# ---- block 1 ----
[config.mk]
export PLATFORM = sky130hd
export DESIGN_NAME = phase_sequencer
export DESIGN_NICKNAME = d
export VERILOG_FILES = /design/src/rtl/phase_sequencer.sv
export SDC_FILE = /design/constraint.sdc
export NUM_CORES = 1
export LEC_CHECK = 0
export ABC_AREA = 0
export CORE_ASPECT_RATIO = 1.2
export CORE_MARGIN = 3
export CORE_UTILIZATION = 30
export DETAILED_ROUTE_END_ITERATION = 8
export HOLD_SLACK_MARGIN = 0.1
export PLACE_DENSITY = 0.82
export SLEW_MARGIN = 20
export SYNTH_ARGS = -nofsm -noshare
export SYNTH_HDL_FRONTEND = slang
export SYNTH_SLANG_ARGS = --single-unit
[constraint.sdc]
create_clock -name clock -period 2.6 [get_ports clock]
set_clock_uncertainty 0.05 [all_clocks]
set_input_delay 0.52 -clock clock [delete_from_list [all_inputs] [get_ports clock]]
set_output_delay 0.52 -clock clock [all_outputs]
set_load 0.01 [all_outputs]
[src/rtl/phase_sequencer.sv]
// Sequences the enabled sink-list stages in index order via en/start/done and
// grants the shared memory port to the active stage. Optional watchdog: PHASE_SEQ_TIMEOUT_EN.
module phase_sequencer #(
  parameter int unsigned NUM_STAGES = 4,
  parameter int unsigned ADDR_W     = 11,
  parameter int unsigned DATA_W     = 16
`ifdef PHASE_SEQ_TIMEOUT_EN
  ,
  parameter int unsigned TIMEOUT_CYCLES = 1024
`endif
) (
  input  logic                         clock,
  input  logic                         nrst,
  input  logic                         go,
  input  logic [NUM_STAGES-1:0]        stage_mask,
  output logic                         busy,
  output logic                         done_all,
  output logic [((NUM_STAGES > 2) ? $clog2(NUM_STAGES) : 1)-1:0] cur_stage,
  output logic                         timeout_err,
  output logic [NUM_STAGES-1:0]        stage_en,
  output logic [NUM_STAGES-1:0]        stage_start,
  input  logic [NUM_STAGES-1:0]        stage_done,
  input  logic [NUM_STAGES*ADDR_W-1:0] stage_addr,
  input  logic [NUM_STAGES-1:0]        stage_wr_en,
  input  logic [NUM_STAGES*DATA_W-1:0] stage_wdata,
  output logic [ADDR_W-1:0]            mem_addr,
  output logic                         mem_wr_en,
  output logic [DATA_W-1:0]            mem_wdata
);

  localparam int unsigned CUR_W = (NUM_STAGES > 2) ? $clog2(NUM_STAGES) : 1;

  typedef enum logic [2:0] {
    ST_IDLE  = 3'd0,
    ST_ARM   = 3'd1,
    ST_START = 3'd2,
    ST_WAIT  = 3'd3,
    ST_NEXT  = 3'd4,
    ST_FIN   = 3'd5
  } state_t;

  state_t                  state;
  state_t                  state_nxt;
  logic [NUM_STAGES-1:0]   mask_q;
  logic [NUM_STAGES-1:0]   mask_nxt;
  logic [CUR_W-1:0]        cur_nxt;
  logic                    first_found;
  logic [CUR_W-1:0]        first_idx;
  logic                    above_found;
  logic [CUR_W-1:0]        above_idx;
  logic                    busy_nxt;
  logic                    done_all_nxt;
  logic [NUM_STAGES-1:0]   en_nxt;
  logic [NUM_STAGES-1:0]   start_nxt;
  logic                    granted;

`ifdef PHASE_SEQ_TIMEOUT_EN
  localparam int unsigned CNT_W = $clog2(TIMEOUT_CYCLES + 1);
  logic [CNT_W-1:0] wait_cnt;
  logic             tmo_hit;
`endif

  // Lowest set bit of the incoming mask, and lowest captured bit above cur_stage
  always_comb begin
    first_found = 1'b0;
    first_idx   = '0;
    above_found = 1'b0;
    above_idx   = '0;
    for (int s = 0; s < int'(NUM_STAGES); s++) begin
      if (!first_found && stage_mask[s]) begin
        first_found = 1'b1;
        first_idx   = CUR_W'(s);
      end
      if (!above_found && mask_q[s] && (s > int'(cur_stage))) begin
        above_found = 1'b1;
        above_idx   = CUR_W'(s);
      end
    end
  end

  // State register plus registered outputs
  always_ff @(posedge clock) begin
    if (!nrst) begin
      state       <= ST_IDLE;
      mask_q      <= '0;
      cur_stage   <= '0;
      busy        <= 1'b0;
      done_all    <= 1'b0;
      stage_en    <= '0;
      stage_start <= '0;
    end else begin
      state       <= state_nxt;
      mask_q      <= mask_nxt;
      cur_stage   <= cur_nxt;
      busy        <= busy_nxt;
      done_all    <= done_all_nxt;
      stage_en    <= en_nxt;
      stage_start <= start_nxt;
    end
  end

  // Next-state logic; done is only honoured in WAIT since it may be stale elsewhere
  always_comb begin
    state_nxt = state;
    cur_nxt   = cur_stage;
    mask_nxt  = mask_q;
`ifdef PHASE_SEQ_TIMEOUT_EN
    tmo_hit   = 1'b0;
`endif
    case (state)
      ST_IDLE: begin
        if (go) begin
          mask_nxt = stage_mask;
          if (first_found) begin
            cur_nxt   = first_idx;
            state_nxt = ST_ARM;
          end else begin
            state_nxt = ST_FIN;
          end
        end
      end
      ST_ARM:   state_nxt = ST_START;
      ST_START: state_nxt = ST_WAIT;
      ST_WAIT: begin
        if (stage_done[cur_stage]) begin
          state_nxt = ST_NEXT;
        end
`ifdef PHASE_SEQ_TIMEOUT_EN
        else if (wait_cnt == CNT_W'(TIMEOUT_CYCLES - 1)) begin
          tmo_hit   = 1'b1;
          state_nxt = ST_FIN;
        end
`endif
      end
      ST_NEXT: begin
        if (above_found) begin
          cur_nxt   = above_idx;
          state_nxt = ST_ARM;
        end else begin
          state_nxt = ST_FIN;
        end
      end
      ST_FIN:  state_nxt = ST_IDLE;
      default: state_nxt = ST_IDLE;
    endcase
  end

  // Output decode: pulses computed from the upcoming state, memory mux from the current grant
  always_comb begin
    busy_nxt     = (state_nxt != ST_IDLE);
    done_all_nxt = (state_nxt == ST_FIN);
    en_nxt       = '0;
    start_nxt    = '0;
    if (state_nxt == ST_ARM) begin
      en_nxt[cur_nxt] = 1'b1;
    end
    if (state_nxt == ST_START) begin
      start_nxt[cur_nxt] = 1'b1;
    end

    granted   = (state == ST_ARM) || (state == ST_START) ||
                (state == ST_WAIT) || (state == ST_NEXT);
    mem_addr  = '0;
    mem_wr_en = 1'b0;
    mem_wdata = '0;
    for (int s = 0; s < int'(NUM_STAGES); s++) begin
      if (granted && (cur_stage == CUR_W'(s))) begin
        mem_addr  = stage_addr[s*ADDR_W +: ADDR_W];
        mem_wr_en = stage_wr_en[s];
        mem_wdata = stage_wdata[s*DATA_W +: DATA_W];
      end
    end
  end

`ifdef PHASE_SEQ_TIMEOUT_EN
  // WAIT-cycle counter, zero on every WAIT entry
  always_ff @(posedge clock) begin
    if (!nrst) begin
      wait_cnt <= '0;
    end else if (state != ST_WAIT) begin
      wait_cnt <= '0;
    end else if (wait_cnt != CNT_W'(TIMEOUT_CYCLES - 1)) begin
      wait_cnt <= wait_cnt + CNT_W'(1);
    end
  end

  // Sticky until the next accepted go
  always_ff @(posedge clock) begin
    if (!nrst) begin
      timeout_err <= 1'b0;
    end else if ((state == ST_IDLE) && go) begin
      timeout_err <= 1'b0;
    end else if (tmo_hit) begin
      timeout_err <= 1'b1;
    end
  end
`else
  assign timeout_err = 1'b0;
`endif

endmodule

# ---- block 2 ----
$ cat src/rtl/ibram_stream_writer.sv
// ibram_stream_writer: stream splitter feeding parameter read ports, an instruction channel, and banked im2col IBRAM writes
// Ports: clk/rst (async active-high); idata* input stream; diA/weA/enaA/addrA banked write port with per-bank full;
// wr_done/cfg_err pulses; idata_instr* instruction channel gated by instr_fill_done; rd_addr*/rd_data* parameter read ports.
module ibram_stream_writer #(
  parameter int STREAM_WIDTH = 128,
  parameter int ACT_WIDTH = 8,
  parameter int NUM_BANKS = 16,
  parameter int MAX_IN_CHANNEL = 64,
  parameter int MAX_IN_SEQ = 164,
  parameter int MAX_KERNEL_SIZE = 5,
  parameter int MAX_NUM_LAYERS = 4,
  parameter int NUM_RD_PORTS = 3,
  parameter int PARAM_WIDTH = 32,
  localparam int BEATS_MAX = (MAX_IN_CHANNEL * ACT_WIDTH + STREAM_WIDTH - 1) / STREAM_WIDTH,
  localparam int IBRAM_DEPTH = ((MAX_IN_SEQ + NUM_BANKS - 1) / NUM_BANKS) * MAX_KERNEL_SIZE * BEATS_MAX,
  localparam int AW = $clog2(IBRAM_DEPTH),
  localparam int LW = $clog2(MAX_NUM_LAYERS + 1),
  localparam int CW = $clog2(MAX_IN_CHANNEL + 1),
  localparam int SW = $clog2(MAX_IN_SEQ + 1),
  localparam int KW = $clog2(MAX_KERNEL_SIZE + 1)
) (
  input  logic                                clk,
  input  logic                                rst,
  input  logic [STREAM_WIDTH-1:0]             idata,
  input  logic                                idata_valid,
  output logic                                idata_ready,
  output logic [STREAM_WIDTH-1:0]             diA,
  output logic [NUM_BANKS-1:0]                weA,
  output logic [NUM_BANKS-1:0]                enaA,
  output logic [NUM_BANKS*AW-1:0]             addrA,
  input  logic [NUM_BANKS-1:0]                full,
  output logic                                wr_done,
  output logic                                cfg_err,
  output logic [STREAM_WIDTH-1:0]             idata_instr,
  output logic                                idata_instr_valid,
  input  logic                                idata_instr_ready,
  input  logic                                instr_fill_done,
  input  logic [NUM_RD_PORTS*LW-1:0]          rd_addr,
  input  logic [NUM_RD_PORTS-1:0]             rd_addr_valid,
  output logic [NUM_RD_PORTS-1:0]             rd_addr_ready,
  output logic [NUM_RD_PORTS*PARAM_WIDTH-1:0] rd_data,
  output logic [NUM_RD_PORTS-1:0]             rd_data_valid,
  input  logic [NUM_RD_PORTS-1:0]             rd_data_ready
);
  localparam int BW = $clog2(BEATS_MAX + 1);
  localparam int NBW = $clog2(NUM_BANKS);
  typedef enum logic [2:0] {IDLE, HDR, PARAM, INSTR, BRAM_WRITE} state_t;
  state_t r_state, w_next;
  logic [PARAM_WIDTH-1:0] r_pbuf [2**LW];
  logic [LW-1:0] r_n, r_pidx, w_hdr_n;
  logic r_loaded;
  logic [SW-1:0] r_s, w_s;
  logic [BW-1:0] r_b, w_bn;
  logic [CW-1:0] w_c;
  logic [KW-1:0] w_k;
  logic w_acc, w_hdr_bad, w_geo_bad, w_instr_exit, w_last, w_b_wrap;
  logic [NUM_BANKS-1:0] w_we;
  logic [AW-1:0] w_addr [NUM_BANKS];
  assign w_c = r_pbuf[0][CW-1:0];
  assign w_s = r_pbuf[0][CW+SW-1:CW];
  assign w_k = r_pbuf[0][CW+SW+KW-1:CW+SW];
  assign w_bn = BW'((int'(w_c) * ACT_WIDTH + STREAM_WIDTH - 1) / STREAM_WIDTH);
  assign w_hdr_n = idata[LW-1:0];
  assign w_hdr_bad = w_hdr_n == '0 || int'(w_hdr_n) > MAX_NUM_LAYERS;
  assign w_geo_bad = w_c == '0 || w_k == '0 || int'(w_k) > int'(w_s) || int'(w_k) > MAX_KERNEL_SIZE;
  assign w_acc = idata_valid && idata_ready;
  assign w_instr_exit = r_state == INSTR && instr_fill_done && !idata_instr_valid;
  assign w_b_wrap = r_b == w_bn - BW'(1);
  assign w_last = r_s == w_s - SW'(1) && w_b_wrap;
  assign enaA = weA;
  assign rd_addr_ready = {NUM_RD_PORTS{r_loaded}} & ~rd_data_valid;
  always_ff @(posedge clk or posedge rst)
    if (rst) r_state <= IDLE;
    else r_state <= w_next;
  always_comb begin
    w_next = r_state;
    case (r_state)
      IDLE: w_next = idata_valid ? HDR : IDLE;
      HDR: if (idata_valid) w_next = w_hdr_bad ? IDLE : PARAM;
      PARAM: if (idata_valid && r_pidx == r_n - LW'(1)) w_next = INSTR;
      INSTR: if (w_instr_exit) w_next = w_geo_bad ? IDLE : BRAM_WRITE;
      BRAM_WRITE: if (w_acc && w_last) w_next = IDLE;
      default: w_next = IDLE;
    endcase
  end
  always_comb
    idata_ready = (r_state == HDR || r_state == PARAM) ? 1'b1 :
                  r_state == INSTR ? (!instr_fill_done && (!idata_instr_valid || idata_instr_ready)) :
                  r_state == BRAM_WRITE ? !(|full) : 1'b0;
  // Sequence position s feeds output rows o = s-k; each valid tap lands in a distinct bank.
  always_comb begin
    w_we = '0;
    for (int n = 0; n < NUM_BANKS; n++) w_addr[n] = '0;
    for (int k = 0; k < MAX_KERNEL_SIZE; k++)
      if (k < int'(w_k) && int'(r_s) >= k && int'(r_s) - k <= int'(w_s) - int'(w_k)) begin
        w_we[NBW'((int'(r_s) - k) % NUM_BANKS)] = 1'b1;
        w_addr[NBW'((int'(r_s) - k) % NUM_BANKS)] =
          AW'((((int'(r_s) - k) / NUM_BANKS) * int'(w_k) + k) * int'(w_bn) + int'(r_b));
      end
  end
  always_ff @(posedge clk or posedge rst) begin
    if (rst) begin
      for (int i = 0; i < 2**LW; i++) r_pbuf[i] <= '0;
      r_n <= '0;
      r_pidx <= '0;
      r_loaded <= 1'b0;
      r_s <= '0;
      r_b <= '0;
      diA <= '0;
      weA <= '0;
      addrA <= '0;
      wr_done <= 1'b0;
      cfg_err <= 1'b0;
      idata_instr <= '0;
      idata_instr_valid <= 1'b0;
      rd_data <= '0;
      rd_data_valid <= '0;
    end else begin
      weA <= '0;
      wr_done <= 1'b0;
      cfg_err <= 1'b0;
      if (r_state == HDR && idata_valid) begin
        if (w_hdr_bad) cfg_err <= 1'b1;
        else begin
          r_n <= w_hdr_n;
          r_pidx <= '0;
          r_loaded <= 1'b0;
        end
      end
      if (r_state == PARAM && idata_valid) begin
        r_pbuf[r_pidx] <= idata[PARAM_WIDTH-1:0];
        r_pidx <= r_pidx + LW'(1);
        if (r_pidx == r_n - LW'(1)) r_loaded <= 1'b1;
      end
      if (r_state == INSTR && w_acc) begin
        idata_instr <= idata;
        idata_instr_valid <= 1'b1;
      end else if (idata_instr_ready) idata_instr_valid <= 1'b0;
      if (w_instr_exit) begin
        cfg_err <= w_geo_bad;
        r_s <= '0;
        r_b <= '0;
      end
      if (r_state == BRAM_WRITE && w_acc) begin
        diA <= idata;
        weA <= w_we;
        for (int n = 0; n < NUM_BANKS; n++) addrA[n*AW +: AW] <= w_addr[n];
        wr_done <= w_last;
        r_b <= w_b_wrap ? '0 : r_b + BW'(1);
        if (w_b_wrap) r_s <= r_s + SW'(1);
      end
      for (int p = 0; p < NUM_RD_PORTS; p++)
        if (rd_addr_valid[p] && rd_addr_ready[p]) begin
          rd_data[p*PARAM_WIDTH +: PARAM_WIDTH] <= rd_addr[p*LW +: LW] < r_n ? r_pbuf[rd_addr[p*LW +: LW]] : '0;
          rd_data_valid[p] <= 1'b1;
        end else if (rd_data_ready[p]) rd_data_valid[p] <= 1'b0;
    end
  end
endmodule
$ cat config.mk
export PLATFORM = sky130hd
export DESIGN_NAME = ibram_stream_writer
export DESIGN_NICKNAME = d
export VERILOG_FILES = /design/src/rtl/ibram_stream_writer.sv
export SDC_FILE = /design/constraint.sdc
export NUM_CORES = 2
export LEC_CHECK = 0
export CAP_MARGIN = 20
export CORE_MARGIN = 2
export CORE_UTILIZATION = 61
export CTS_BUF_LIST = sky130_fd_sc_hd__clkbuf_2 sky130_fd_sc_hd__clkbuf_4 sky130_fd_sc_hd__clkbuf_8
export DETAILED_ROUTE_END_ITERATION = 12
export GPL_ROUTABILITY_DRIVEN = 0
export HOLD_SLACK_MARGIN = 0.03
export PLACE_DENSITY_LB_ADDON = 0.15
export SKIP_LAST_GASP = 1
export SLEW_MARGIN = 10
export SYNTH_ARGS = -nofsm -noshare
export SYNTH_HDL_FRONTEND = slang
export SYNTH_SLANG_ARGS = --single-unit
export TNS_END_PERCENT = 20
$ cat constraint.sdc
create_clock -name clk -period 94.3 [get_ports clk]
set_input_delay 28.29 -clock clk [delete_from_list [all_inputs] [get_ports clk]]
set_output_delay 28.29 -clock clk [all_outputs]
set_load 0.01 [all_outputs]
# ---- block 3 ----
--- src/rtl/sponge_arb_pkg.sv ---
// Shared types and helpers for the sponge ownership arbiter.
// Holds the FSM state encoding, default widths and the winner-select
// functions used by rr_arbiter (round-robin and fixed-priority flavours).
package sponge_arb_pkg;

  // Widest requester set the helper functions are written for.
  localparam int MAX_REQ   = 8;
  localparam int MAX_IDX_W = 3;

  // Default configuration used by the keygen/sign top.
  localparam int DEF_NREQ          = 4;
  localparam int DEF_DATA_IN_BITS  = 64;
  localparam int DEF_DATA_OUT_BITS = 64;
  localparam int DEF_LEN_W         = $clog2(DEF_DATA_IN_BITS) + 1;
  localparam int DEF_IDX_W         = $clog2(DEF_NREQ);

  typedef enum logic [1:0] {
    IDLE    = 2'd0,
    FLUSH   = 2'd1,
    GRANT   = 2'd2,
    RELEASE = 2'd3
  } arb_state_e;

  // Round-robin pick: the first requester at or after ptr (wrapping at
  // nreq) wins. Returns 0 when nobody requests; callers qualify with |req.
  function automatic logic [MAX_IDX_W-1:0] rr_pick(
    input logic [MAX_REQ-1:0]   req,
    input logic [MAX_IDX_W-1:0] ptr,
    input int                   nreq = DEF_NREQ
  );
    logic [MAX_IDX_W-1:0] win;
    logic                 found;
    int                   idx;
    win   = '0;
    found = 1'b0;
    for (int k = 0; k < MAX_REQ; k++) begin
      if (k < nreq) begin
        idx = int'(ptr) + k;
        if (idx >= nreq) begin
          idx = idx - nreq;
        end
        if (!found && req[idx[MAX_IDX_W-1:0]]) begin
          win   = idx[MAX_IDX_W-1:0];
          found = 1'b1;
        end
      end
    end
    return win;
  endfunction

  // Fixed-priority pick: the lowest requesting index wins.
  function automatic logic [MAX_IDX_W-1:0] fp_pick(
    input logic [MAX_REQ-1:0] req
  );
    logic [MAX_IDX_W-1:0] win;
    logic                 found;
    win   = '0;
    found = 1'b0;
    for (int k = 0; k < MAX_REQ; k++) begin
      if (!found && req[k]) begin
        win   = MAX_IDX_W'(k);
        found = 1'b1;
      end
    end
    return win;
  endfunction

endpackage

--- src/rtl/sponge_arbiter_rr_arbiter.sv ---
// Winner selection for the sponge arbiter.
// Default build: round-robin with a pointer that moves one past the
// owner when its transaction is released.
// With FIXED_PRIORITY_EN defined the lowest index always wins and no
// pointer is kept.
module rr_arbiter
  import sponge_arb_pkg::*;
#(
  parameter int NREQ  = DEF_NREQ,
  parameter int IDX_W = $clog2(NREQ)
) (
  input  logic             clk,
  input  logic             rst_n,
  input  logic [NREQ-1:0]  req,
  input  logic             advance,
  input  logic [IDX_W-1:0] owner_idx,
  output logic [IDX_W-1:0] winner
);

  logic [MAX_REQ-1:0] req_ext;

  // Zero-extend the request vector to the width the helper functions take.
  always_comb begin
    req_ext            = '0;
    req_ext[NREQ-1:0]  = req;
  end

`ifdef FIXED_PRIORITY_EN

  logic unused_inputs;
  assign unused_inputs = ^{clk, rst_n, advance, owner_idx};

  // Lowest requesting index wins; nothing to remember between rounds.
  always_comb begin
    winner = IDX_W'(fp_pick(req_ext));
  end

`else

  logic [IDX_W-1:0]     ptr_q;
  logic [IDX_W-1:0]     ptr_d;
  logic [MAX_IDX_W-1:0] ptr_ext;

  // Pointer moves to one past the releasing owner, wrapping at NREQ-1.
  always_comb begin
    ptr_d = ptr_q;
    if (advance) begin
      if (owner_idx == IDX_W'(NREQ - 1)) begin
        ptr_d = '0;
      end else begin
        ptr_d = owner_idx + IDX_W'(1);
      end
    end
  end

  // Pointer register, cleared by reset so requester 0 is first in line.
  always_ff @(posedge clk) begin
    if (!rst_n) begin
      ptr_q <= '0;
    end else begin
      ptr_q <= ptr_d;
    end
  end

  // Round-robin winner search starting at the pointer.
  always_comb begin
    ptr_ext              = '0;
    ptr_ext[IDX_W-1:0]   = ptr_q;
    winner               = IDX_W'(rr_pick(req_ext, ptr_ext, NREQ));
  end

`endif

endmodule

--- src/rtl/sponge_arbiter.sv ---
// Shares one Keccak sponge between NREQ sampler requesters.
// One owner at a time gets its absorb/squeeze signals muxed onto the
// sponge; every hand-over passes through a one-cycle FLUSH that resets
// the sponge so each owner starts clean.
// Optional macro FIXED_PRIORITY_EN switches the arbitration (inside
// rr_arbiter) from round-robin to lowest-index-wins.
module sponge_arbiter
  import sponge_arb_pkg::*;
#(
  parameter int NREQ          = DEF_NREQ,
  parameter int DATA_IN_BITS  = DEF_DATA_IN_BITS,
  parameter int DATA_OUT_BITS = DEF_DATA_OUT_BITS,
  parameter int LEN_W         = $clog2(DATA_IN_BITS) + 1,
  parameter int IDX_W         = $clog2(NREQ)
) (
  input  logic                         clk,
  input  logic                         rst_n,
  input  logic [NREQ-1:0]              req,
  input  logic [NREQ-1:0]              flush_req,
  input  logic [NREQ*DATA_IN_BITS-1:0] r_data_in,
  input  logic [NREQ-1:0]              r_in_valid,
  input  logic [NREQ-1:0]              r_in_last,
  input  logic [NREQ*LEN_W-1:0]        r_last_len,
  input  logic [NREQ-1:0]              r_out_ready,
  output logic [NREQ-1:0]              gnt,
  output logic [NREQ-1:0]              r_in_ready,
  output logic [NREQ-1:0]              r_out_valid,
  output logic [DATA_OUT_BITS-1:0]     r_data_out,
  output logic                         s_rst,
  output logic [DATA_IN_BITS-1:0]      s_data_in,
  output logic                         s_in_valid,
  output logic                         s_in_last,
  output logic [LEN_W-1:0]             s_last_len,
  output logic                         s_out_ready,
  input  logic [DATA_OUT_BITS-1:0]     s_data_out,
  input  logic                         s_out_valid,
  input  logic                         s_in_ready
);

  arb_state_e       state_q;
  arb_state_e       state_d;
  logic [IDX_W-1:0] owner_q;
  logic [IDX_W-1:0] owner_d;
  logic [IDX_W-1:0] winner;
  logic             advance;
  logic             grant_active;

  rr_arbiter #(
    .NREQ  (NREQ),
    .IDX_W (IDX_W)
  ) u_rr_arbiter (
    .clk       (clk),
    .rst_n     (rst_n),
    .req       (req),
    .advance   (advance),
    .owner_idx (owner_q),
    .winner    (winner)
  );

  // Ownership FSM: IDLE picks a winner, FLUSH resets the sponge, GRANT
  // holds until the owner drops req, RELEASE moves the rr pointer on.
  always_comb begin
    state_d = state_q;
    owner_d = owner_q;
    advance = 1'b0;
    case (state_q)
      IDLE: begin
        if (|req) begin
          owner_d = winner;
          state_d = FLUSH;
        end
      end
      FLUSH: begin
        state_d = GRANT;
      end
      GRANT: begin
        if (!req[owner_q]) begin
          state_d = RELEASE;
        end
      end
      RELEASE: begin
        advance = 1'b1;
        state_d = IDLE;
      end
      default: begin
        state_d = IDLE;
      end
    endcase
  end

  // State and owner registers; reset abandons any transaction outright.
  always_ff @(posedge clk) begin
    if (!rst_n) begin
      state_q <= IDLE;
      owner_q <= '0;
    end else begin
      state_q <= state_d;
      owner_q <= owner_d;
    end
  end

  // Sponge mux and handshake routing; only the owner in GRANT is connected,
  // and reset also forces everything quiet with the sponge held in reset.
  always_comb begin
    grant_active = rst_n && (state_q == GRANT);
    gnt          = '0;
    r_in_ready   = '0;
    r_out_valid  = '0;
    s_rst        = !rst_n || (state_q == FLUSH);
    s_data_in    = '0;
    s_in_valid   = 1'b0;
    s_in_last    = 1'b0;
    s_last_len   = '0;
    s_out_ready  = 1'b0;
    if (grant_active) begin
      gnt[owner_q]         = 1'b1;
      s_data_in            = r_data_in[int'(owner_q)*DATA_IN_BITS +: DATA_IN_BITS];
      s_in_valid           = r_in_valid[owner_q];
      s_in_last            = r_in_last[owner_q];
      s_last_len           = r_last_len[int'(owner_q)*LEN_W +: LEN_W];
      s_out_ready          = r_out_ready[owner_q];
      r_in_ready[owner_q]  = s_in_ready;
      r_out_valid[owner_q] = s_out_valid;
      if (flush_req[owner_q]) begin
        s_rst = 1'b1;
      end
    end
  end

  assign r_data_out = s_data_out;

endmodule

--- config.mk ---
export PLATFORM = sky130hd
export DESIGN_NAME = sponge_arbiter
export DESIGN_NICKNAME = d
export VERILOG_FILES = /design/src/rtl/sponge_arb_pkg.sv /design/src/rtl/sponge_arbiter_rr_arbiter.sv /design/src/rtl/sponge_arbiter.sv
export SDC_FILE = /design/constraint.sdc
export NUM_CORES = 1
export LEC_CHECK = 0
export CELL_PAD_IN_SITES_DETAIL_PLACEMENT = 1
export CELL_PAD_IN_SITES_GLOBAL_PLACEMENT = 2
export CORE_AREA = 2 2 205 207
export CTS_BUF_LIST = sky130_fd_sc_hd__clkbuf_4 sky130_fd_sc_hd__clkbuf_8
export DETAILED_ROUTE_END_ITERATION = 8
export DIE_AREA = 0 0 207 209
export HOLD_SLACK_MARGIN = 0.15
export PLACE_DENSITY = 0.73
export SETUP_SLACK_MARGIN = 0.15
export SKIP_LAST_GASP = 1
export SYNTH_ARGS = -nofsm -noshare
export SYNTH_HDL_FRONTEND = slang
export SYNTH_HIERARCHICAL = 1
export SYNTH_SLANG_ARGS = --single-unit
export TNS_END_PERCENT = 50
--- constraint.sdc ---
create_clock -name clk -period 3.5 [get_ports clk]
set_input_delay 0.525 -clock clk [delete_from_list [all_inputs] [get_ports clk]]
set_output_delay 0.525 -clock clk [all_outputs]
set_load 0.05 [all_outputs]
# ---- block 4 ----
**config.mk**
```make
export PLATFORM = sky130hd
export DESIGN_NAME = gsim_mem_fetch
export DESIGN_NICKNAME = d
export VERILOG_FILES = /design/src/rtl/gsim_pkg.sv /design/src/rtl/gsim_mem_fetch_if.sv /design/src/rtl/gsim_line_fifo.sv /design/src/rtl/gsim_mem_fetch.sv
export SDC_FILE = /design/constraint.sdc
export NUM_CORES = 1
export LEC_CHECK = 0
export CORE_MARGIN = 5
export CORE_UTILIZATION = 45
export DETAILED_ROUTE_END_ITERATION = 10
export GPL_ROUTABILITY_DRIVEN = 0
export MAX_ROUTING_LAYER = met4
export PLACE_DENSITY_LB_ADDON = 0.2
export SLEW_MARGIN = 20
export SYNTH_ARGS = -nofsm -noshare
export SYNTH_HDL_FRONTEND = slang
export SYNTH_HIERARCHICAL = 1
export SYNTH_SLANG_ARGS = --single-unit
export TNS_END_PERCENT = 100
```
**constraint.sdc**
```tcl
create_clock -name i_clk -period 6.8 [get_ports i_clk]
set_clock_uncertainty 0.15 [all_clocks]
set_input_delay 0.68 -clock i_clk [delete_from_list [all_inputs] [get_ports i_clk]]
set_output_delay 0.68 -clock i_clk [all_outputs]
set_load 0.05 [all_outputs]
```
**src/rtl/gsim_pkg.sv**
```systemverilog
// Shared constants, FSM state type and address helper for the GSIM matrix fetch unit.
package gsim_pkg;

    localparam int LINES_PER_MAT    = 17;
    localparam int FETCH_FIFO_DEPTH = 4;
    localparam int LINE_W           = 256;
    localparam int ADDR_W           = 10;
    localparam int TAG_W            = 5;
    localparam int ENTRY_W          = LINE_W + TAG_W;
    localparam int CNT_W            = $clog2(FETCH_FIFO_DEPTH + 1);
    localparam int PTR_W            = $clog2(FETCH_FIFO_DEPTH);

    localparam logic [TAG_W-1:0] LAST_LINE = TAG_W'(LINES_PER_MAT - 1);

    typedef enum logic [1:0] {
        ST_IDLE,
        ST_FETCH,
        ST_DRAIN,
        ST_DONE
    } fetch_state_e;

    // First line address of a matrix; the largest index still fits in ADDR_W bits.
    function automatic logic [ADDR_W-1:0] matBaseAddr(input logic [4:0] matIdx);
        return ADDR_W'(matIdx) * ADDR_W'(LINES_PER_MAT);
    endfunction

endpackage

```
**src/rtl/gsim_mem_fetch_if.sv**
```systemverilog
// Line output bus from the fetch FIFO head towards the GSIM core.
interface gsim_mem_fetch_if;
    import gsim_pkg::*;

    logic              vld;
    logic [LINE_W-1:0] data;
    logic [TAG_W-1:0]  idx;

    modport master (output vld, data, idx);
    modport slave  (input  vld, data, idx);

endinterface

```
**src/rtl/gsim_line_fifo.sv**
```systemverilog
// Four-entry line FIFO; each entry holds one memory line plus its line-number tag.
module gsim_line_fifo
    import gsim_pkg::*;
(
    input  logic               clk_i,
    input  logic               rst_ni,
    input  logic               push_i,
    input  logic [LINE_W-1:0]  pushData_i,
    input  logic [TAG_W-1:0]   pushTag_i,
    input  logic               pop_i,
    output logic               full_o,
    output logic               empty_o,
    output logic [CNT_W-1:0]   count_o,
    gsim_mem_fetch_if.master   head
);

    logic [ENTRY_W-1:0] mem_q [FETCH_FIFO_DEPTH];
    logic [PTR_W-1:0]   wrPtr_q;
    logic [PTR_W-1:0]   rdPtr_q;
    logic [CNT_W-1:0]   count_q;
    logic [ENTRY_W-1:0] headEntry;
    logic               doPush;
    logic               doPop;

    assign empty_o = (count_q == '0);
    assign full_o  = (count_q == CNT_W'(FETCH_FIFO_DEPTH));
    assign count_o = count_q;

    // A push while full is only legal when the head leaves in the same cycle.
    assign doPop  = pop_i && !empty_o;
    assign doPush = push_i && (!full_o || doPop);

    always_ff @(posedge clk_i or negedge rst_ni) begin
        if (!rst_ni) begin
            for (int i = 0; i < FETCH_FIFO_DEPTH; i++) begin
                mem_q[i] <= '0;
            end
            wrPtr_q <= '0;
            rdPtr_q <= '0;
            count_q <= '0;
        end else begin
            if (doPush) begin
                mem_q[wrPtr_q] <= {pushTag_i, pushData_i};
                wrPtr_q        <= wrPtr_q + PTR_W'(1);
            end
            if (doPop) begin
                rdPtr_q <= rdPtr_q + PTR_W'(1);
            end
            count_q <= count_q + CNT_W'(doPush) - CNT_W'(doPop);
        end
    end

    assign headEntry = mem_q[rdPtr_q];
    assign head.vld  = !empty_o;
    assign head.data = headEntry[LINE_W-1:0];
    assign head.idx  = headEntry[ENTRY_W-1:LINE_W];

endmodule

```
**src/rtl/gsim_mem_fetch.sv**
```systemverilog
// Fetches the 17 lines of one GSIM matrix from line memory into a credit-limited FIFO.
// Optional stall counter output is enabled with `define GSIM_FETCH_PERF_EN.
module gsim_mem_fetch
    import gsim_pkg::*;
(
    input  logic              i_clk,
    input  logic              i_rst_n,
    input  logic              i_start,
    input  logic [4:0]        i_matrix_idx,
    output logic              o_busy,
    output logic              o_mem_rreq,
    output logic [ADDR_W-1:0] o_mem_addr,
    input  logic              i_mem_rrdy,
    input  logic [LINE_W-1:0] i_mem_dout,
    input  logic              i_mem_dout_vld,
    output logic              o_line_vld,
    output logic [LINE_W-1:0] o_line_data,
    output logic [TAG_W-1:0]  o_line_idx,
    input  logic              i_line_rdy,
    output logic              o_done
`ifdef GSIM_FETCH_PERF_EN
    ,
    output logic [15:0]       o_stall_cnt
`endif
);

    localparam int CREDIT_W = CNT_W + 1;

    fetch_state_e        state_q;
    logic                busy_q;
    logic                rreq_q;
    logic                done_q;
    logic                pendVld_q;
    logic [TAG_W-1:0]    pendTag_q;
    logic [TAG_W-1:0]    reqTag_q;
    logic [TAG_W-1:0]    lineCnt_q;
    logic [ADDR_W-1:0]   addr_q;
    logic [ADDR_W-1:0]   matBase_q;

    logic                accept;
    logic                push;
    logic                pop;
    logic                fifoFull;
    logic                fifoEmpty;
    logic [CNT_W-1:0]    fifoCount;
    logic [CREDIT_W-1:0] creditNext;
    logic                canIssue;

    gsim_mem_fetch_if lineBus ();

    gsim_line_fifo u_fifo (
        .clk_i      (i_clk),
        .rst_ni     (i_rst_n),
        .push_i     (push),
        .pushData_i (i_mem_dout),
        .pushTag_i  (pendTag_q),
        .pop_i      (pop),
        .full_o     (fifoFull),
        .empty_o    (fifoEmpty),
        .count_o    (fifoCount),
        .head       (lineBus)
    );

    // Returned data is only taken when a request is actually owed, so stray valids are dropped.
    assign accept = rreq_q && i_mem_rrdy;
    assign push   = pendVld_q && i_mem_dout_vld && (!fifoFull || pop);
    assign pop    = !fifoEmpty && i_line_rdy;

    // Lines that will occupy a FIFO slot next cycle; a new request needs one more free slot.
    assign creditNext = CREDIT_W'(fifoCount) + CREDIT_W'(push) - CREDIT_W'(pop) + CREDIT_W'(accept);
    assign canIssue   = (lineCnt_q < TAG_W'(LINES_PER_MAT)) &&
                        (creditNext < CREDIT_W'(FETCH_FIFO_DEPTH));

    always_ff @(posedge i_clk or negedge i_rst_n) begin
        if (!i_rst_n) begin
            state_q   <= ST_IDLE;
            busy_q    <= 1'b0;
            rreq_q    <= 1'b0;
            done_q    <= 1'b0;
            pendVld_q <= 1'b0;
            pendTag_q <= '0;
            reqTag_q  <= '0;
            lineCnt_q <= '0;
            addr_q    <= '0;
            matBase_q <= '0;
        end else begin
            done_q    <= 1'b0;
            pendVld_q <= accept;
            if (accept) begin
                pendTag_q <= reqTag_q;
            end
            case (state_q)
                ST_IDLE: begin
                    if (i_start) begin
                        state_q   <= ST_FETCH;
                        busy_q    <= 1'b1;
                        matBase_q <= matBaseAddr(i_matrix_idx);
                        addr_q    <= matBaseAddr(i_matrix_idx);
                        rreq_q    <= 1'b1;
                        reqTag_q  <= '0;
                        lineCnt_q <= TAG_W'(1);
                    end
                end
                ST_FETCH: begin
                    if (accept && (reqTag_q == LAST_LINE)) begin
                        rreq_q  <= 1'b0;
                        state_q <= ST_DRAIN;
                    end else if (!rreq_q || accept) begin
                        if (canIssue) begin
                            rreq_q    <= 1'b1;
                            addr_q    <= matBase_q + ADDR_W'(lineCnt_q);
                            reqTag_q  <= lineCnt_q;
                            lineCnt_q <= lineCnt_q + TAG_W'(1);
                        end else begin
                            rreq_q <= 1'b0;
                        end
                    end
                end
                ST_DRAIN: begin
                    if (pop && (lineBus.idx == LAST_LINE)) begin
                        state_q <= ST_DONE;
                        busy_q  <= 1'b0;
                        done_q  <= 1'b1;
                    end
                end
                ST_DONE: begin
                    state_q <= ST_IDLE;
                end
                default: begin
                    state_q <= ST_IDLE;
                end
            endcase
        end
    end

`ifdef GSIM_FETCH_PERF_EN
    logic [15:0] stallCnt_q;

    always_ff @(posedge i_clk or negedge i_rst_n) begin
        if (!i_rst_n) begin
            stallCnt_q <= '0;
        end else if ((state_q == ST_IDLE) && i_start) begin
            stallCnt_q <= '0;
        end else if ((state_q == ST_FETCH) && rreq_q && !i_mem_rrdy && (stallCnt_q != 16'hFFFF)) begin
            stallCnt_q <= stallCnt_q + 16'd1;
        end
    end

    assign o_stall_cnt = stallCnt_q;
`endif

    assign o_busy      = busy_q;
    assign o_mem_rreq  = rreq_q;
    assign o_mem_addr  = addr_q;
    assign o_done      = done_q;
    assign o_line_vld  = lineBus.vld;
    assign o_line_data = lineBus.data;
    assign o_line_idx  = lineBus.idx;

endmodule
```
**Block 4: logic cells by family**

Scale bar: 100 um.
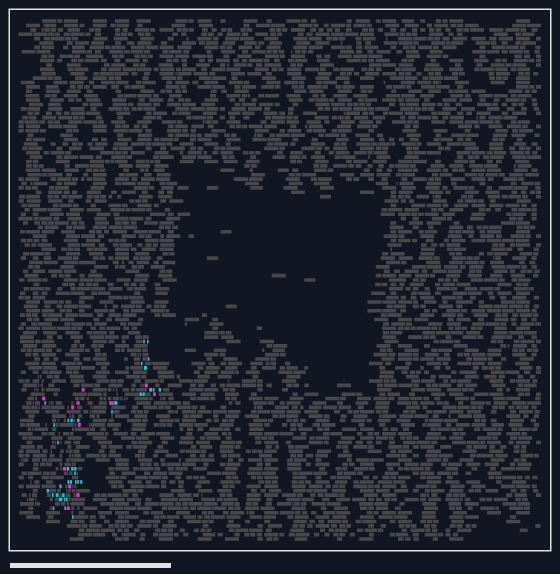
Key: nand cells = cyan [cells 38, most used nand2_1, where lower left]; and/or cells = magenta [cells 12, most used or3_1, where lower left]
Non-Filler Instances: 4845
most frequent logic cell in the layout: dfrtp_1
fraction of standard cell area in multi-input logic: 32.8%

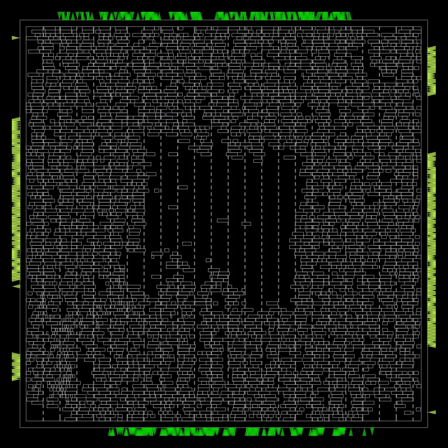
**Above:** block 4 (cell placement).
Layout fillers: 8173
num tapcells: 1391
core utilization of the finished layout: 55.6%

==> impl_metrics.json, block 4 <==
{
  "outcome": "complete, no violations",
  "use_met1_pct": 25.8,
  "clk-insertion-delay-late_ns": 0.69,
  "synth-seq-cells": 1092,
  "globalRouteMet3Util_pct": 5.66,
  "worst-path-max-fanout": 97,
  "clock_pin_slew_on_the_worst_setup_and_hold_paths_ns": 0.06,
  "inverters": 27,
  "highest_layer": "met4",
  "fp-row-count": 119,
  "cts-htree-levels": 3,
  "wl_per_cell_um": 24.1,
  "drt-initial-drc-count": 1090,
  "syn_area_um2": 47400,
  "postSynthSeqShare_pct": 57.6,
  "yosys-top-cells-area": "dfrtp_1, mux2_2, mux4_2",
  "crit_family": "buffers and inverters",
  "report.final.slew_viol_count": 0,
  "worst_r2r_endpoint": "o_mem_addr[1]",
  "diodes": 34,
  "comb_area_um2": 19200,
  "clock_buffers": 170,
  "worst_ep_arrival_time_ns": 3.80,
  "layout-drive-gt1-share_pct": 46.1,
  "min-delay-path-class": "flop to flop",
  "flip_flop_count_of_the_largest_register_after_layout": 1044,
  "critical_path_class": "flop to primary output",
  "cts_hold_repair.buffers": 1,
  "clock_cell_area_share_pct": 6.76,
  "cts-root-buf": "clkbuf_16",
  "grt_setup_unrepaired": "no",
  "grt_pass1_vias": 30744,
  "post_synth_num_cell_types": 54,
  "final_hold_viol_count": 0,
  "initial_core_util_pct": 45.2,
  "cts_tree": "yes",
  "pin_count": 542,
  "final.period_utilization_pct": 68.1,
  "dp_slack_ns": 2.15
}
## block 4: kinds of logic after synthesis
logic type                 after synthesis  share of synthesized area [%]
adders and majority gates               24                          0.665
DFF                                   1092                           57.6
xor gates and xnor gates                 9                          0.166
buffers and inverters                  203                           2.00
and+or+nand+nor                         77                          0.863
muxes                                 1336                           37.9
AOI/OAI and AO/OA                       53                          0.768
## block 4: power breakdown
group	internal (uW)	switching, uW	leakage, uW
clock	3860	2550	0.00195
sequential	9460	1690	0.0140
combinational	7040	8760	0.00952
total	20400	13000	0.0255
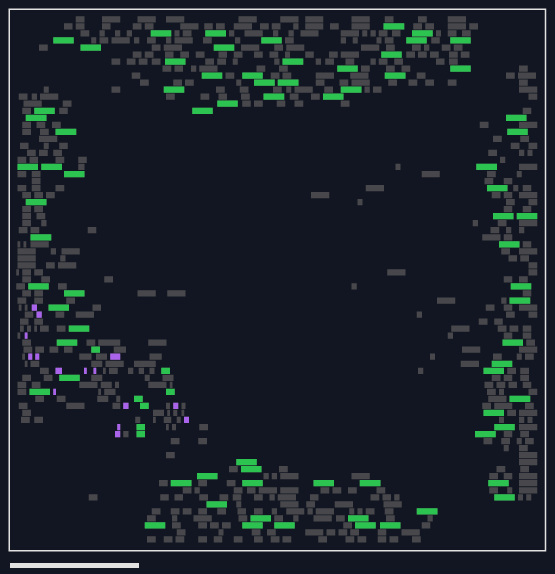
**Above:** block 3 (logic cells by family).
Scale bar: 50 um.
Key: nand cells = purple [cells 15, most used nand2b_1]; mux cells = green [cells 82, most used mux4_2, where spread over the die]
fraction of standard cell area in multi-input logic: 31.1%
Non-Filler Instances: 1161
most frequent logic cell in the layout: clkdlybuf4s50_1

==> impl_metrics.json, block 3 <==
{
  "outcome": "complete, no violations",
  "min-delay-path-class": "flop to flop",
  "power_clock_uw": 104,
  "layout_top_cells_excl_fill_tap": "clkdlybuf4s50_1, buf_12, nor2b_1, mux4_2, nor2_1",
  "comb_power_uw": 2170,
  "holdCritStartpoint": "u_rr_arbiter/ptr_q[0]",
  "post-synth-top-area-fraction_pct": 50.7,
  "clock_pin_slew_on_the_worst_setup_and_hold_paths_ns": 0.04,
  "gr-usage-met2_pct": 16.6,
  "clk-insertion-delay-late_ns": 0.22,
  "crit_family": "buffers and inverters",
  "switching_share_pct": 44.3,
  "timing.critical_path.to": "r_in_ready[0]",
  "compound_area_share_pct": 2.29,
  "comb_power_share_pct": 90.2,
  "pin_count": 523,
  "use_met1_pct": 11.8,
  "yosysChipArea_um2": 3330,
  "grt_first_pass_wirelength_um": 31500,
  "number_of_buffers_added_for_setup_after_cts": 0,
  "syn_area_um2": 3330,
  "cts.path.max_buffers": 2,
  "cp_cell_sequence": "clkdlybuf4s50_1 > nand3_1 > nor3_1 > clkdlybuf4s50_1",
  "required_ns": 2.97,
  "postLayoutCoreUtil_pct": 19.9,
  "min_path_cells": 2,
  "yosys-top-cells-area": "mux4_2, buf_4, nor2b_1",
  "globalRouteMet3Util_pct": 3.64,
  "initial_core_util_pct": 8.07,
  "crit_start": "rst_n",
  "ys_async_sr_fraction_pct": 0
}
[block 3: state kept, by name, indices dropped and copies added (netlist names)]
name,flops
owner_q,2
state_q,2
u_rr_arbiter/ptr_q,2
[block 3: layout make-up]
class | instances | share of cell area, %
Inverter | 5 | 0.228
Clock buffer | 3 | 0.501
Timing Repair Buffer | 399 | 58.4
Tap cell | 539 | 8.19
Multi-Input combinational cell | 208 | 31.1
Antenna cell | 1 | 0.0304
Sequential cell | 6 | 1.55
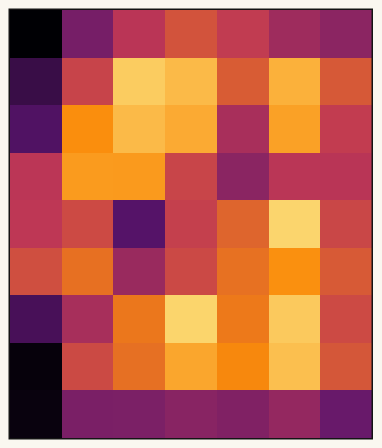
**Above:** block 1 (placement density heat map).
The die is cut into 7 by 9 equal tiles; black is low, pale yellow is high, 0 to 100% covered.
24% of the tiles are over 75% full. The densest ninth of the die: top centre. The mean over all tiles is 55%.

==> impl_metrics.json, block 1 <==
{
  "area.sequential_um2": 364,
  "synth-seq-cells": 18,
  "dp_slack_ns": -0.0240,
  "vias": 1999,
  "layout.sequential_cells": 18,
  "yosys.area_share.simple_pct": 22.8,
  "enable_flop_cells": 0,
  "maximum_number_of_pins_on_one_net_before_global_route_repair": 27,
  "internal_power_uw": 896,
  "diodes": 0,
  "grt_first_pass_wirelength_um": 10100,
  "nNetsFinal": 450,
  "cts_hold_repair.buffers": 0,
  "whs_ns": 0.486,
  "inverters": 6,
  "setup_slack_ns": 0.0360,
  "chipWidth_um": 73.9,
  "numCtsBuffers": 3,
  "rr_startpoint": "cur_stage[0]",
  "postLayoutCoreUtil_pct": 67.5,
  "grt-ovfl-total": 0,
  "final_hold_viol_count": 0,
  "mux_area_share_pct": 41.2,
  "outcome": "complete, no violations",
  "finish.cell_count_without_fillers": 388,
  "antenna_left": 0,
  "postSynthCellCount": 153,
  "required_ns": 2.03,
  "post_synth.cell_area_avg_um2": 10.8,
  "common_cells": "nor2b_1, mux4_2, dfxtp_1",
  "cts_resized": 3,
  "wl_per_cell_um": 18.0,
  "dp.final_hpwl_um": 5860,
  "totalWireLength_um": 6990,
  "post-synth-top-area-fraction_pct": 39.4,
  "clk-insertion-delay-late_ns": 0.26,
  "top_cell": "nor2b_1",
  "worst-path-max-fanout": 1,
  "clock_pin_slew_on_the_worst_setup_and_hold_paths_ns": 0.07,
  "post-route-drc-count": 0,
  "logic_gates": 117,
  "min_path_cells": 2,
  "seq-power_uw": 310,
  "fillCellCount": 415,
  "drt_first_pass_iters": 4,
  "fp-row-count": 29,
  "grt_pass1_vias": 1966
}
[block 1: worst max-delay path: stages]
cell,delay [ns]
clkdlybuf4s50_1,0.39
mux4_2,0.45
nor2b_1,0.14
clkdlybuf4s50_1,0.49
[block 1: sequential cells by signal, indices dropped and copies added (netlist names)]
| register | flops |
|---|---|
| busy | 1 |
| done_all | 1 |
| mask_q | 3 |
| cur_stage | 2 |
| stage_start | 4 |
| stage_en | 4 |
| state | 3 |
[block 1: metal layers]
layer	global-route usage (%)	wire length, um
met1	22.4	2500
met2	38.9	3710
met3	3.70	599
met4	6.75	172
met5	0	0
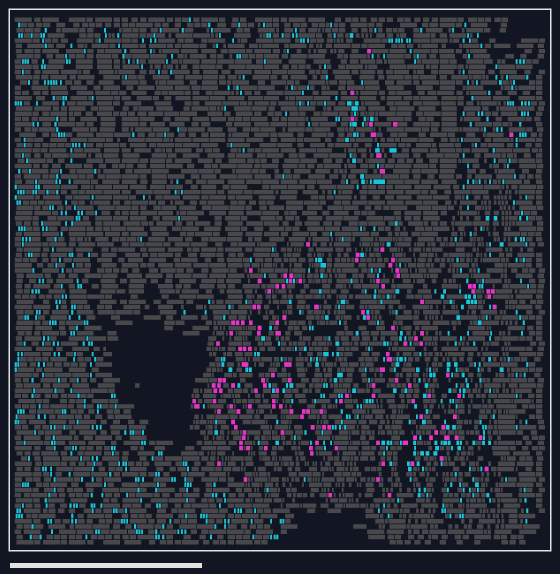
**Above:** block 2 (logic cells by family).
Scale bar: 100 um.
Key: and/or cells = magenta [cells 139, most used and2_1]; nand cells = cyan [cells 839, most used nand2_1, where spread over the die]

==> impl_metrics.json, block 2 <==
{
  "outcome": "complete, no violations",
  "synthTopLogicFamily": "multiplexers",
  "maximum_number_of_pins_on_one_net_before_global_route_repair": 187,
  "fillCellCount": 5211,
  "dp.final_hpwl_um": 105000,
  "post_synth_num_cell_types": 90,
  "cts.path.max_buffers": 3,
  "r2r_slack_ns": 84.83,
  "reg2reg_depth": 33,
  "ys.flop_type": "dfrtp_1",
  "num-nonclk-buffers": 755,
  "placement.io_buffers": 685,
  "cts_num_sinks": 779,
  "layout_top_cells_excl_fill_tap": "dfrtp_1, nand2_1, clkdlybuf4s50_1, mux2_2, o21ai_0",
  "final_hold_viol_count": 0,
  "compound_area_share_pct": 9.78,
  "seq_power_share_pct": 33.1,
  "ys_cells": 4421,
  "critical_path_cell_count": 6,
  "floorplan.core_area_um2": 75900,
  "yosys-top-cells-area": "dfrtp_1, mux4_2, mux2_2",
  "grt_first_pass_wirelength_um": 230000,
  "syn_area_um2": 46900,
  "postLayoutCoreUtil_pct": 75.2,
  "ys_async_sr_fraction_pct": 100,
  "pin_count": 686,
  "yosys.area_share.simple_pct": 12.1,
  "timing_worst_slew_pin_value_ns": 1.26,
  "timing.clock.skew_ns": 0.0508,
  "synth-seq-cells": 779,
  "grt_usage_pct": 38.7,
  "area.sequential_um2": 19500,
  "m1_wire_length_um": 55900,
  "min_path_cells": 2,
  "logic_gates": 3131,
  "internal_power_uw": 1010,
  "area_growth_pct": 21.9,
  "critical_path_class": "primary input to primary output",
  "worst_ep_arrival_time_ns": 30.35
}
## block 2: worst reg2reg max path: cells and delay by family (launching register included)
kind,cells,cell delay (ns)
and+or+nand+nor,6,1.43
adders and majority gates,9,3.11
buffers and inverters,4,0.69
DFF,1,0.76
xor gates and xnor gates,5,1.30
AOI/OAI and AO/OA,9,2.06
## block 2: stage by stage
stage               worst slack, ns  area, um^2  total power [uW]
floorplan                     37.08       46900               967
global placement              35.73       54100              1290
detailed placement            35.70       54100              1320
CTS                           35.69       57100              1660
global route                  35.58       57100              1750
finish                        35.66       57100              1680


==> notes/layouts.md <==
Pictures saved along the way, in no particular order.

Met3 routing.
image #1
Scale bar: 100 um.
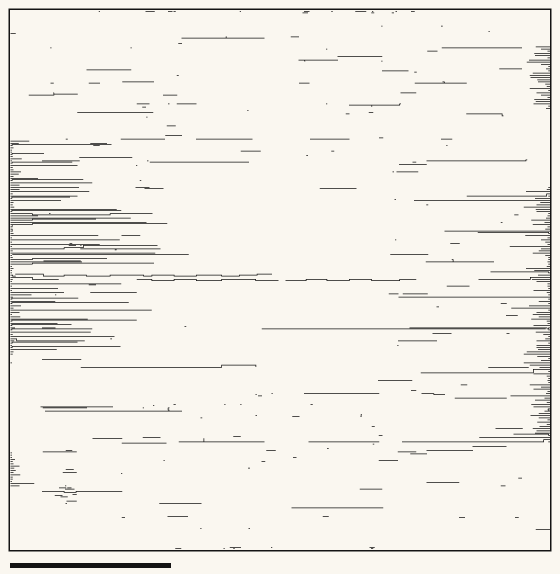
image #2
Scale bar: 100 um.
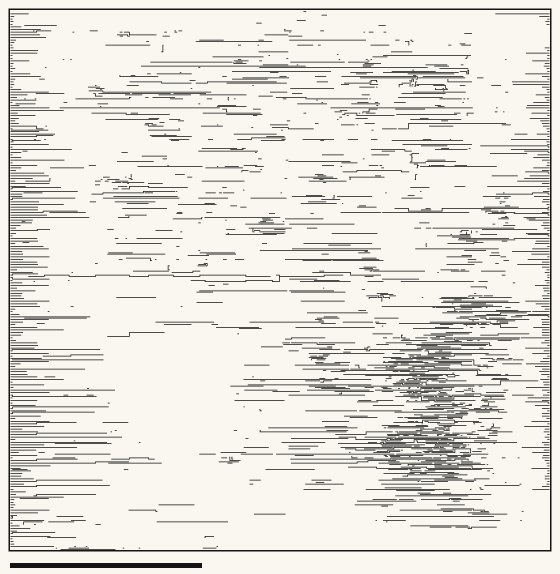
image #3
Scale bar: 50 um.
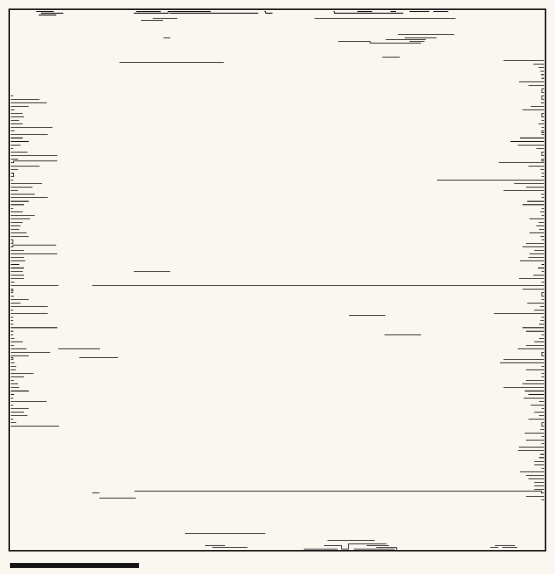
image #4
Scale bar: 20 um.
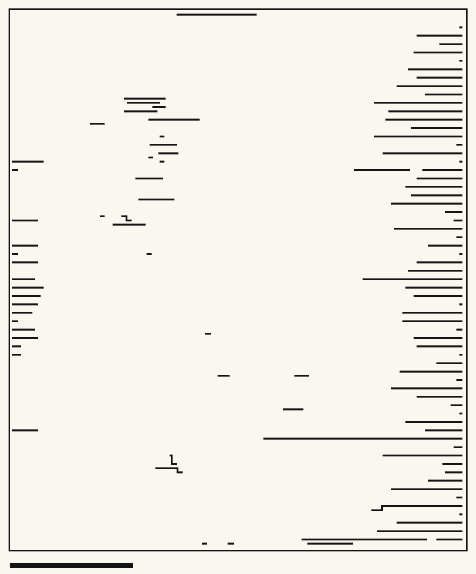
| picture | from |
|---|---|
| image #2 | block 2 |
| image #1 | block 4 |
| image #3 | block 3 |
| image #4 | block 1 |
The one with the largest die is image #1.
The one with the smallest die is image #4.

Key to image #3:
The longest straight run is 175 um. The layer holds 9.4% of the routed length.


==> screenshots <==
Cell placement.
Plate I
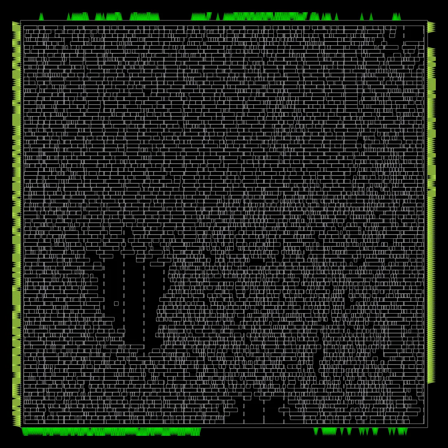
Plate II
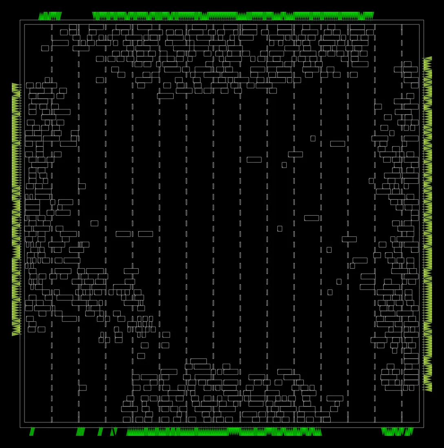
Plate III
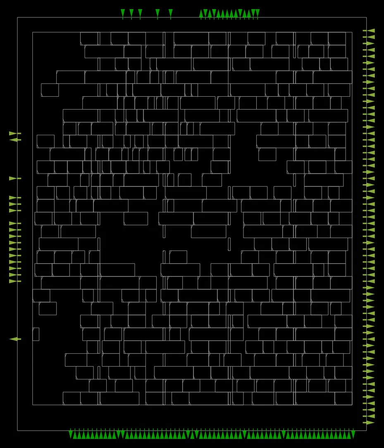
| from | picture |
|---|---|
| block 3 | Plate II |
| block 2 | Plate I |
| block 1 | Plate III |
Of these, fewest cells: Plate III
Of these, most cells: Plate I

Power and IR drop assume default switching activity.
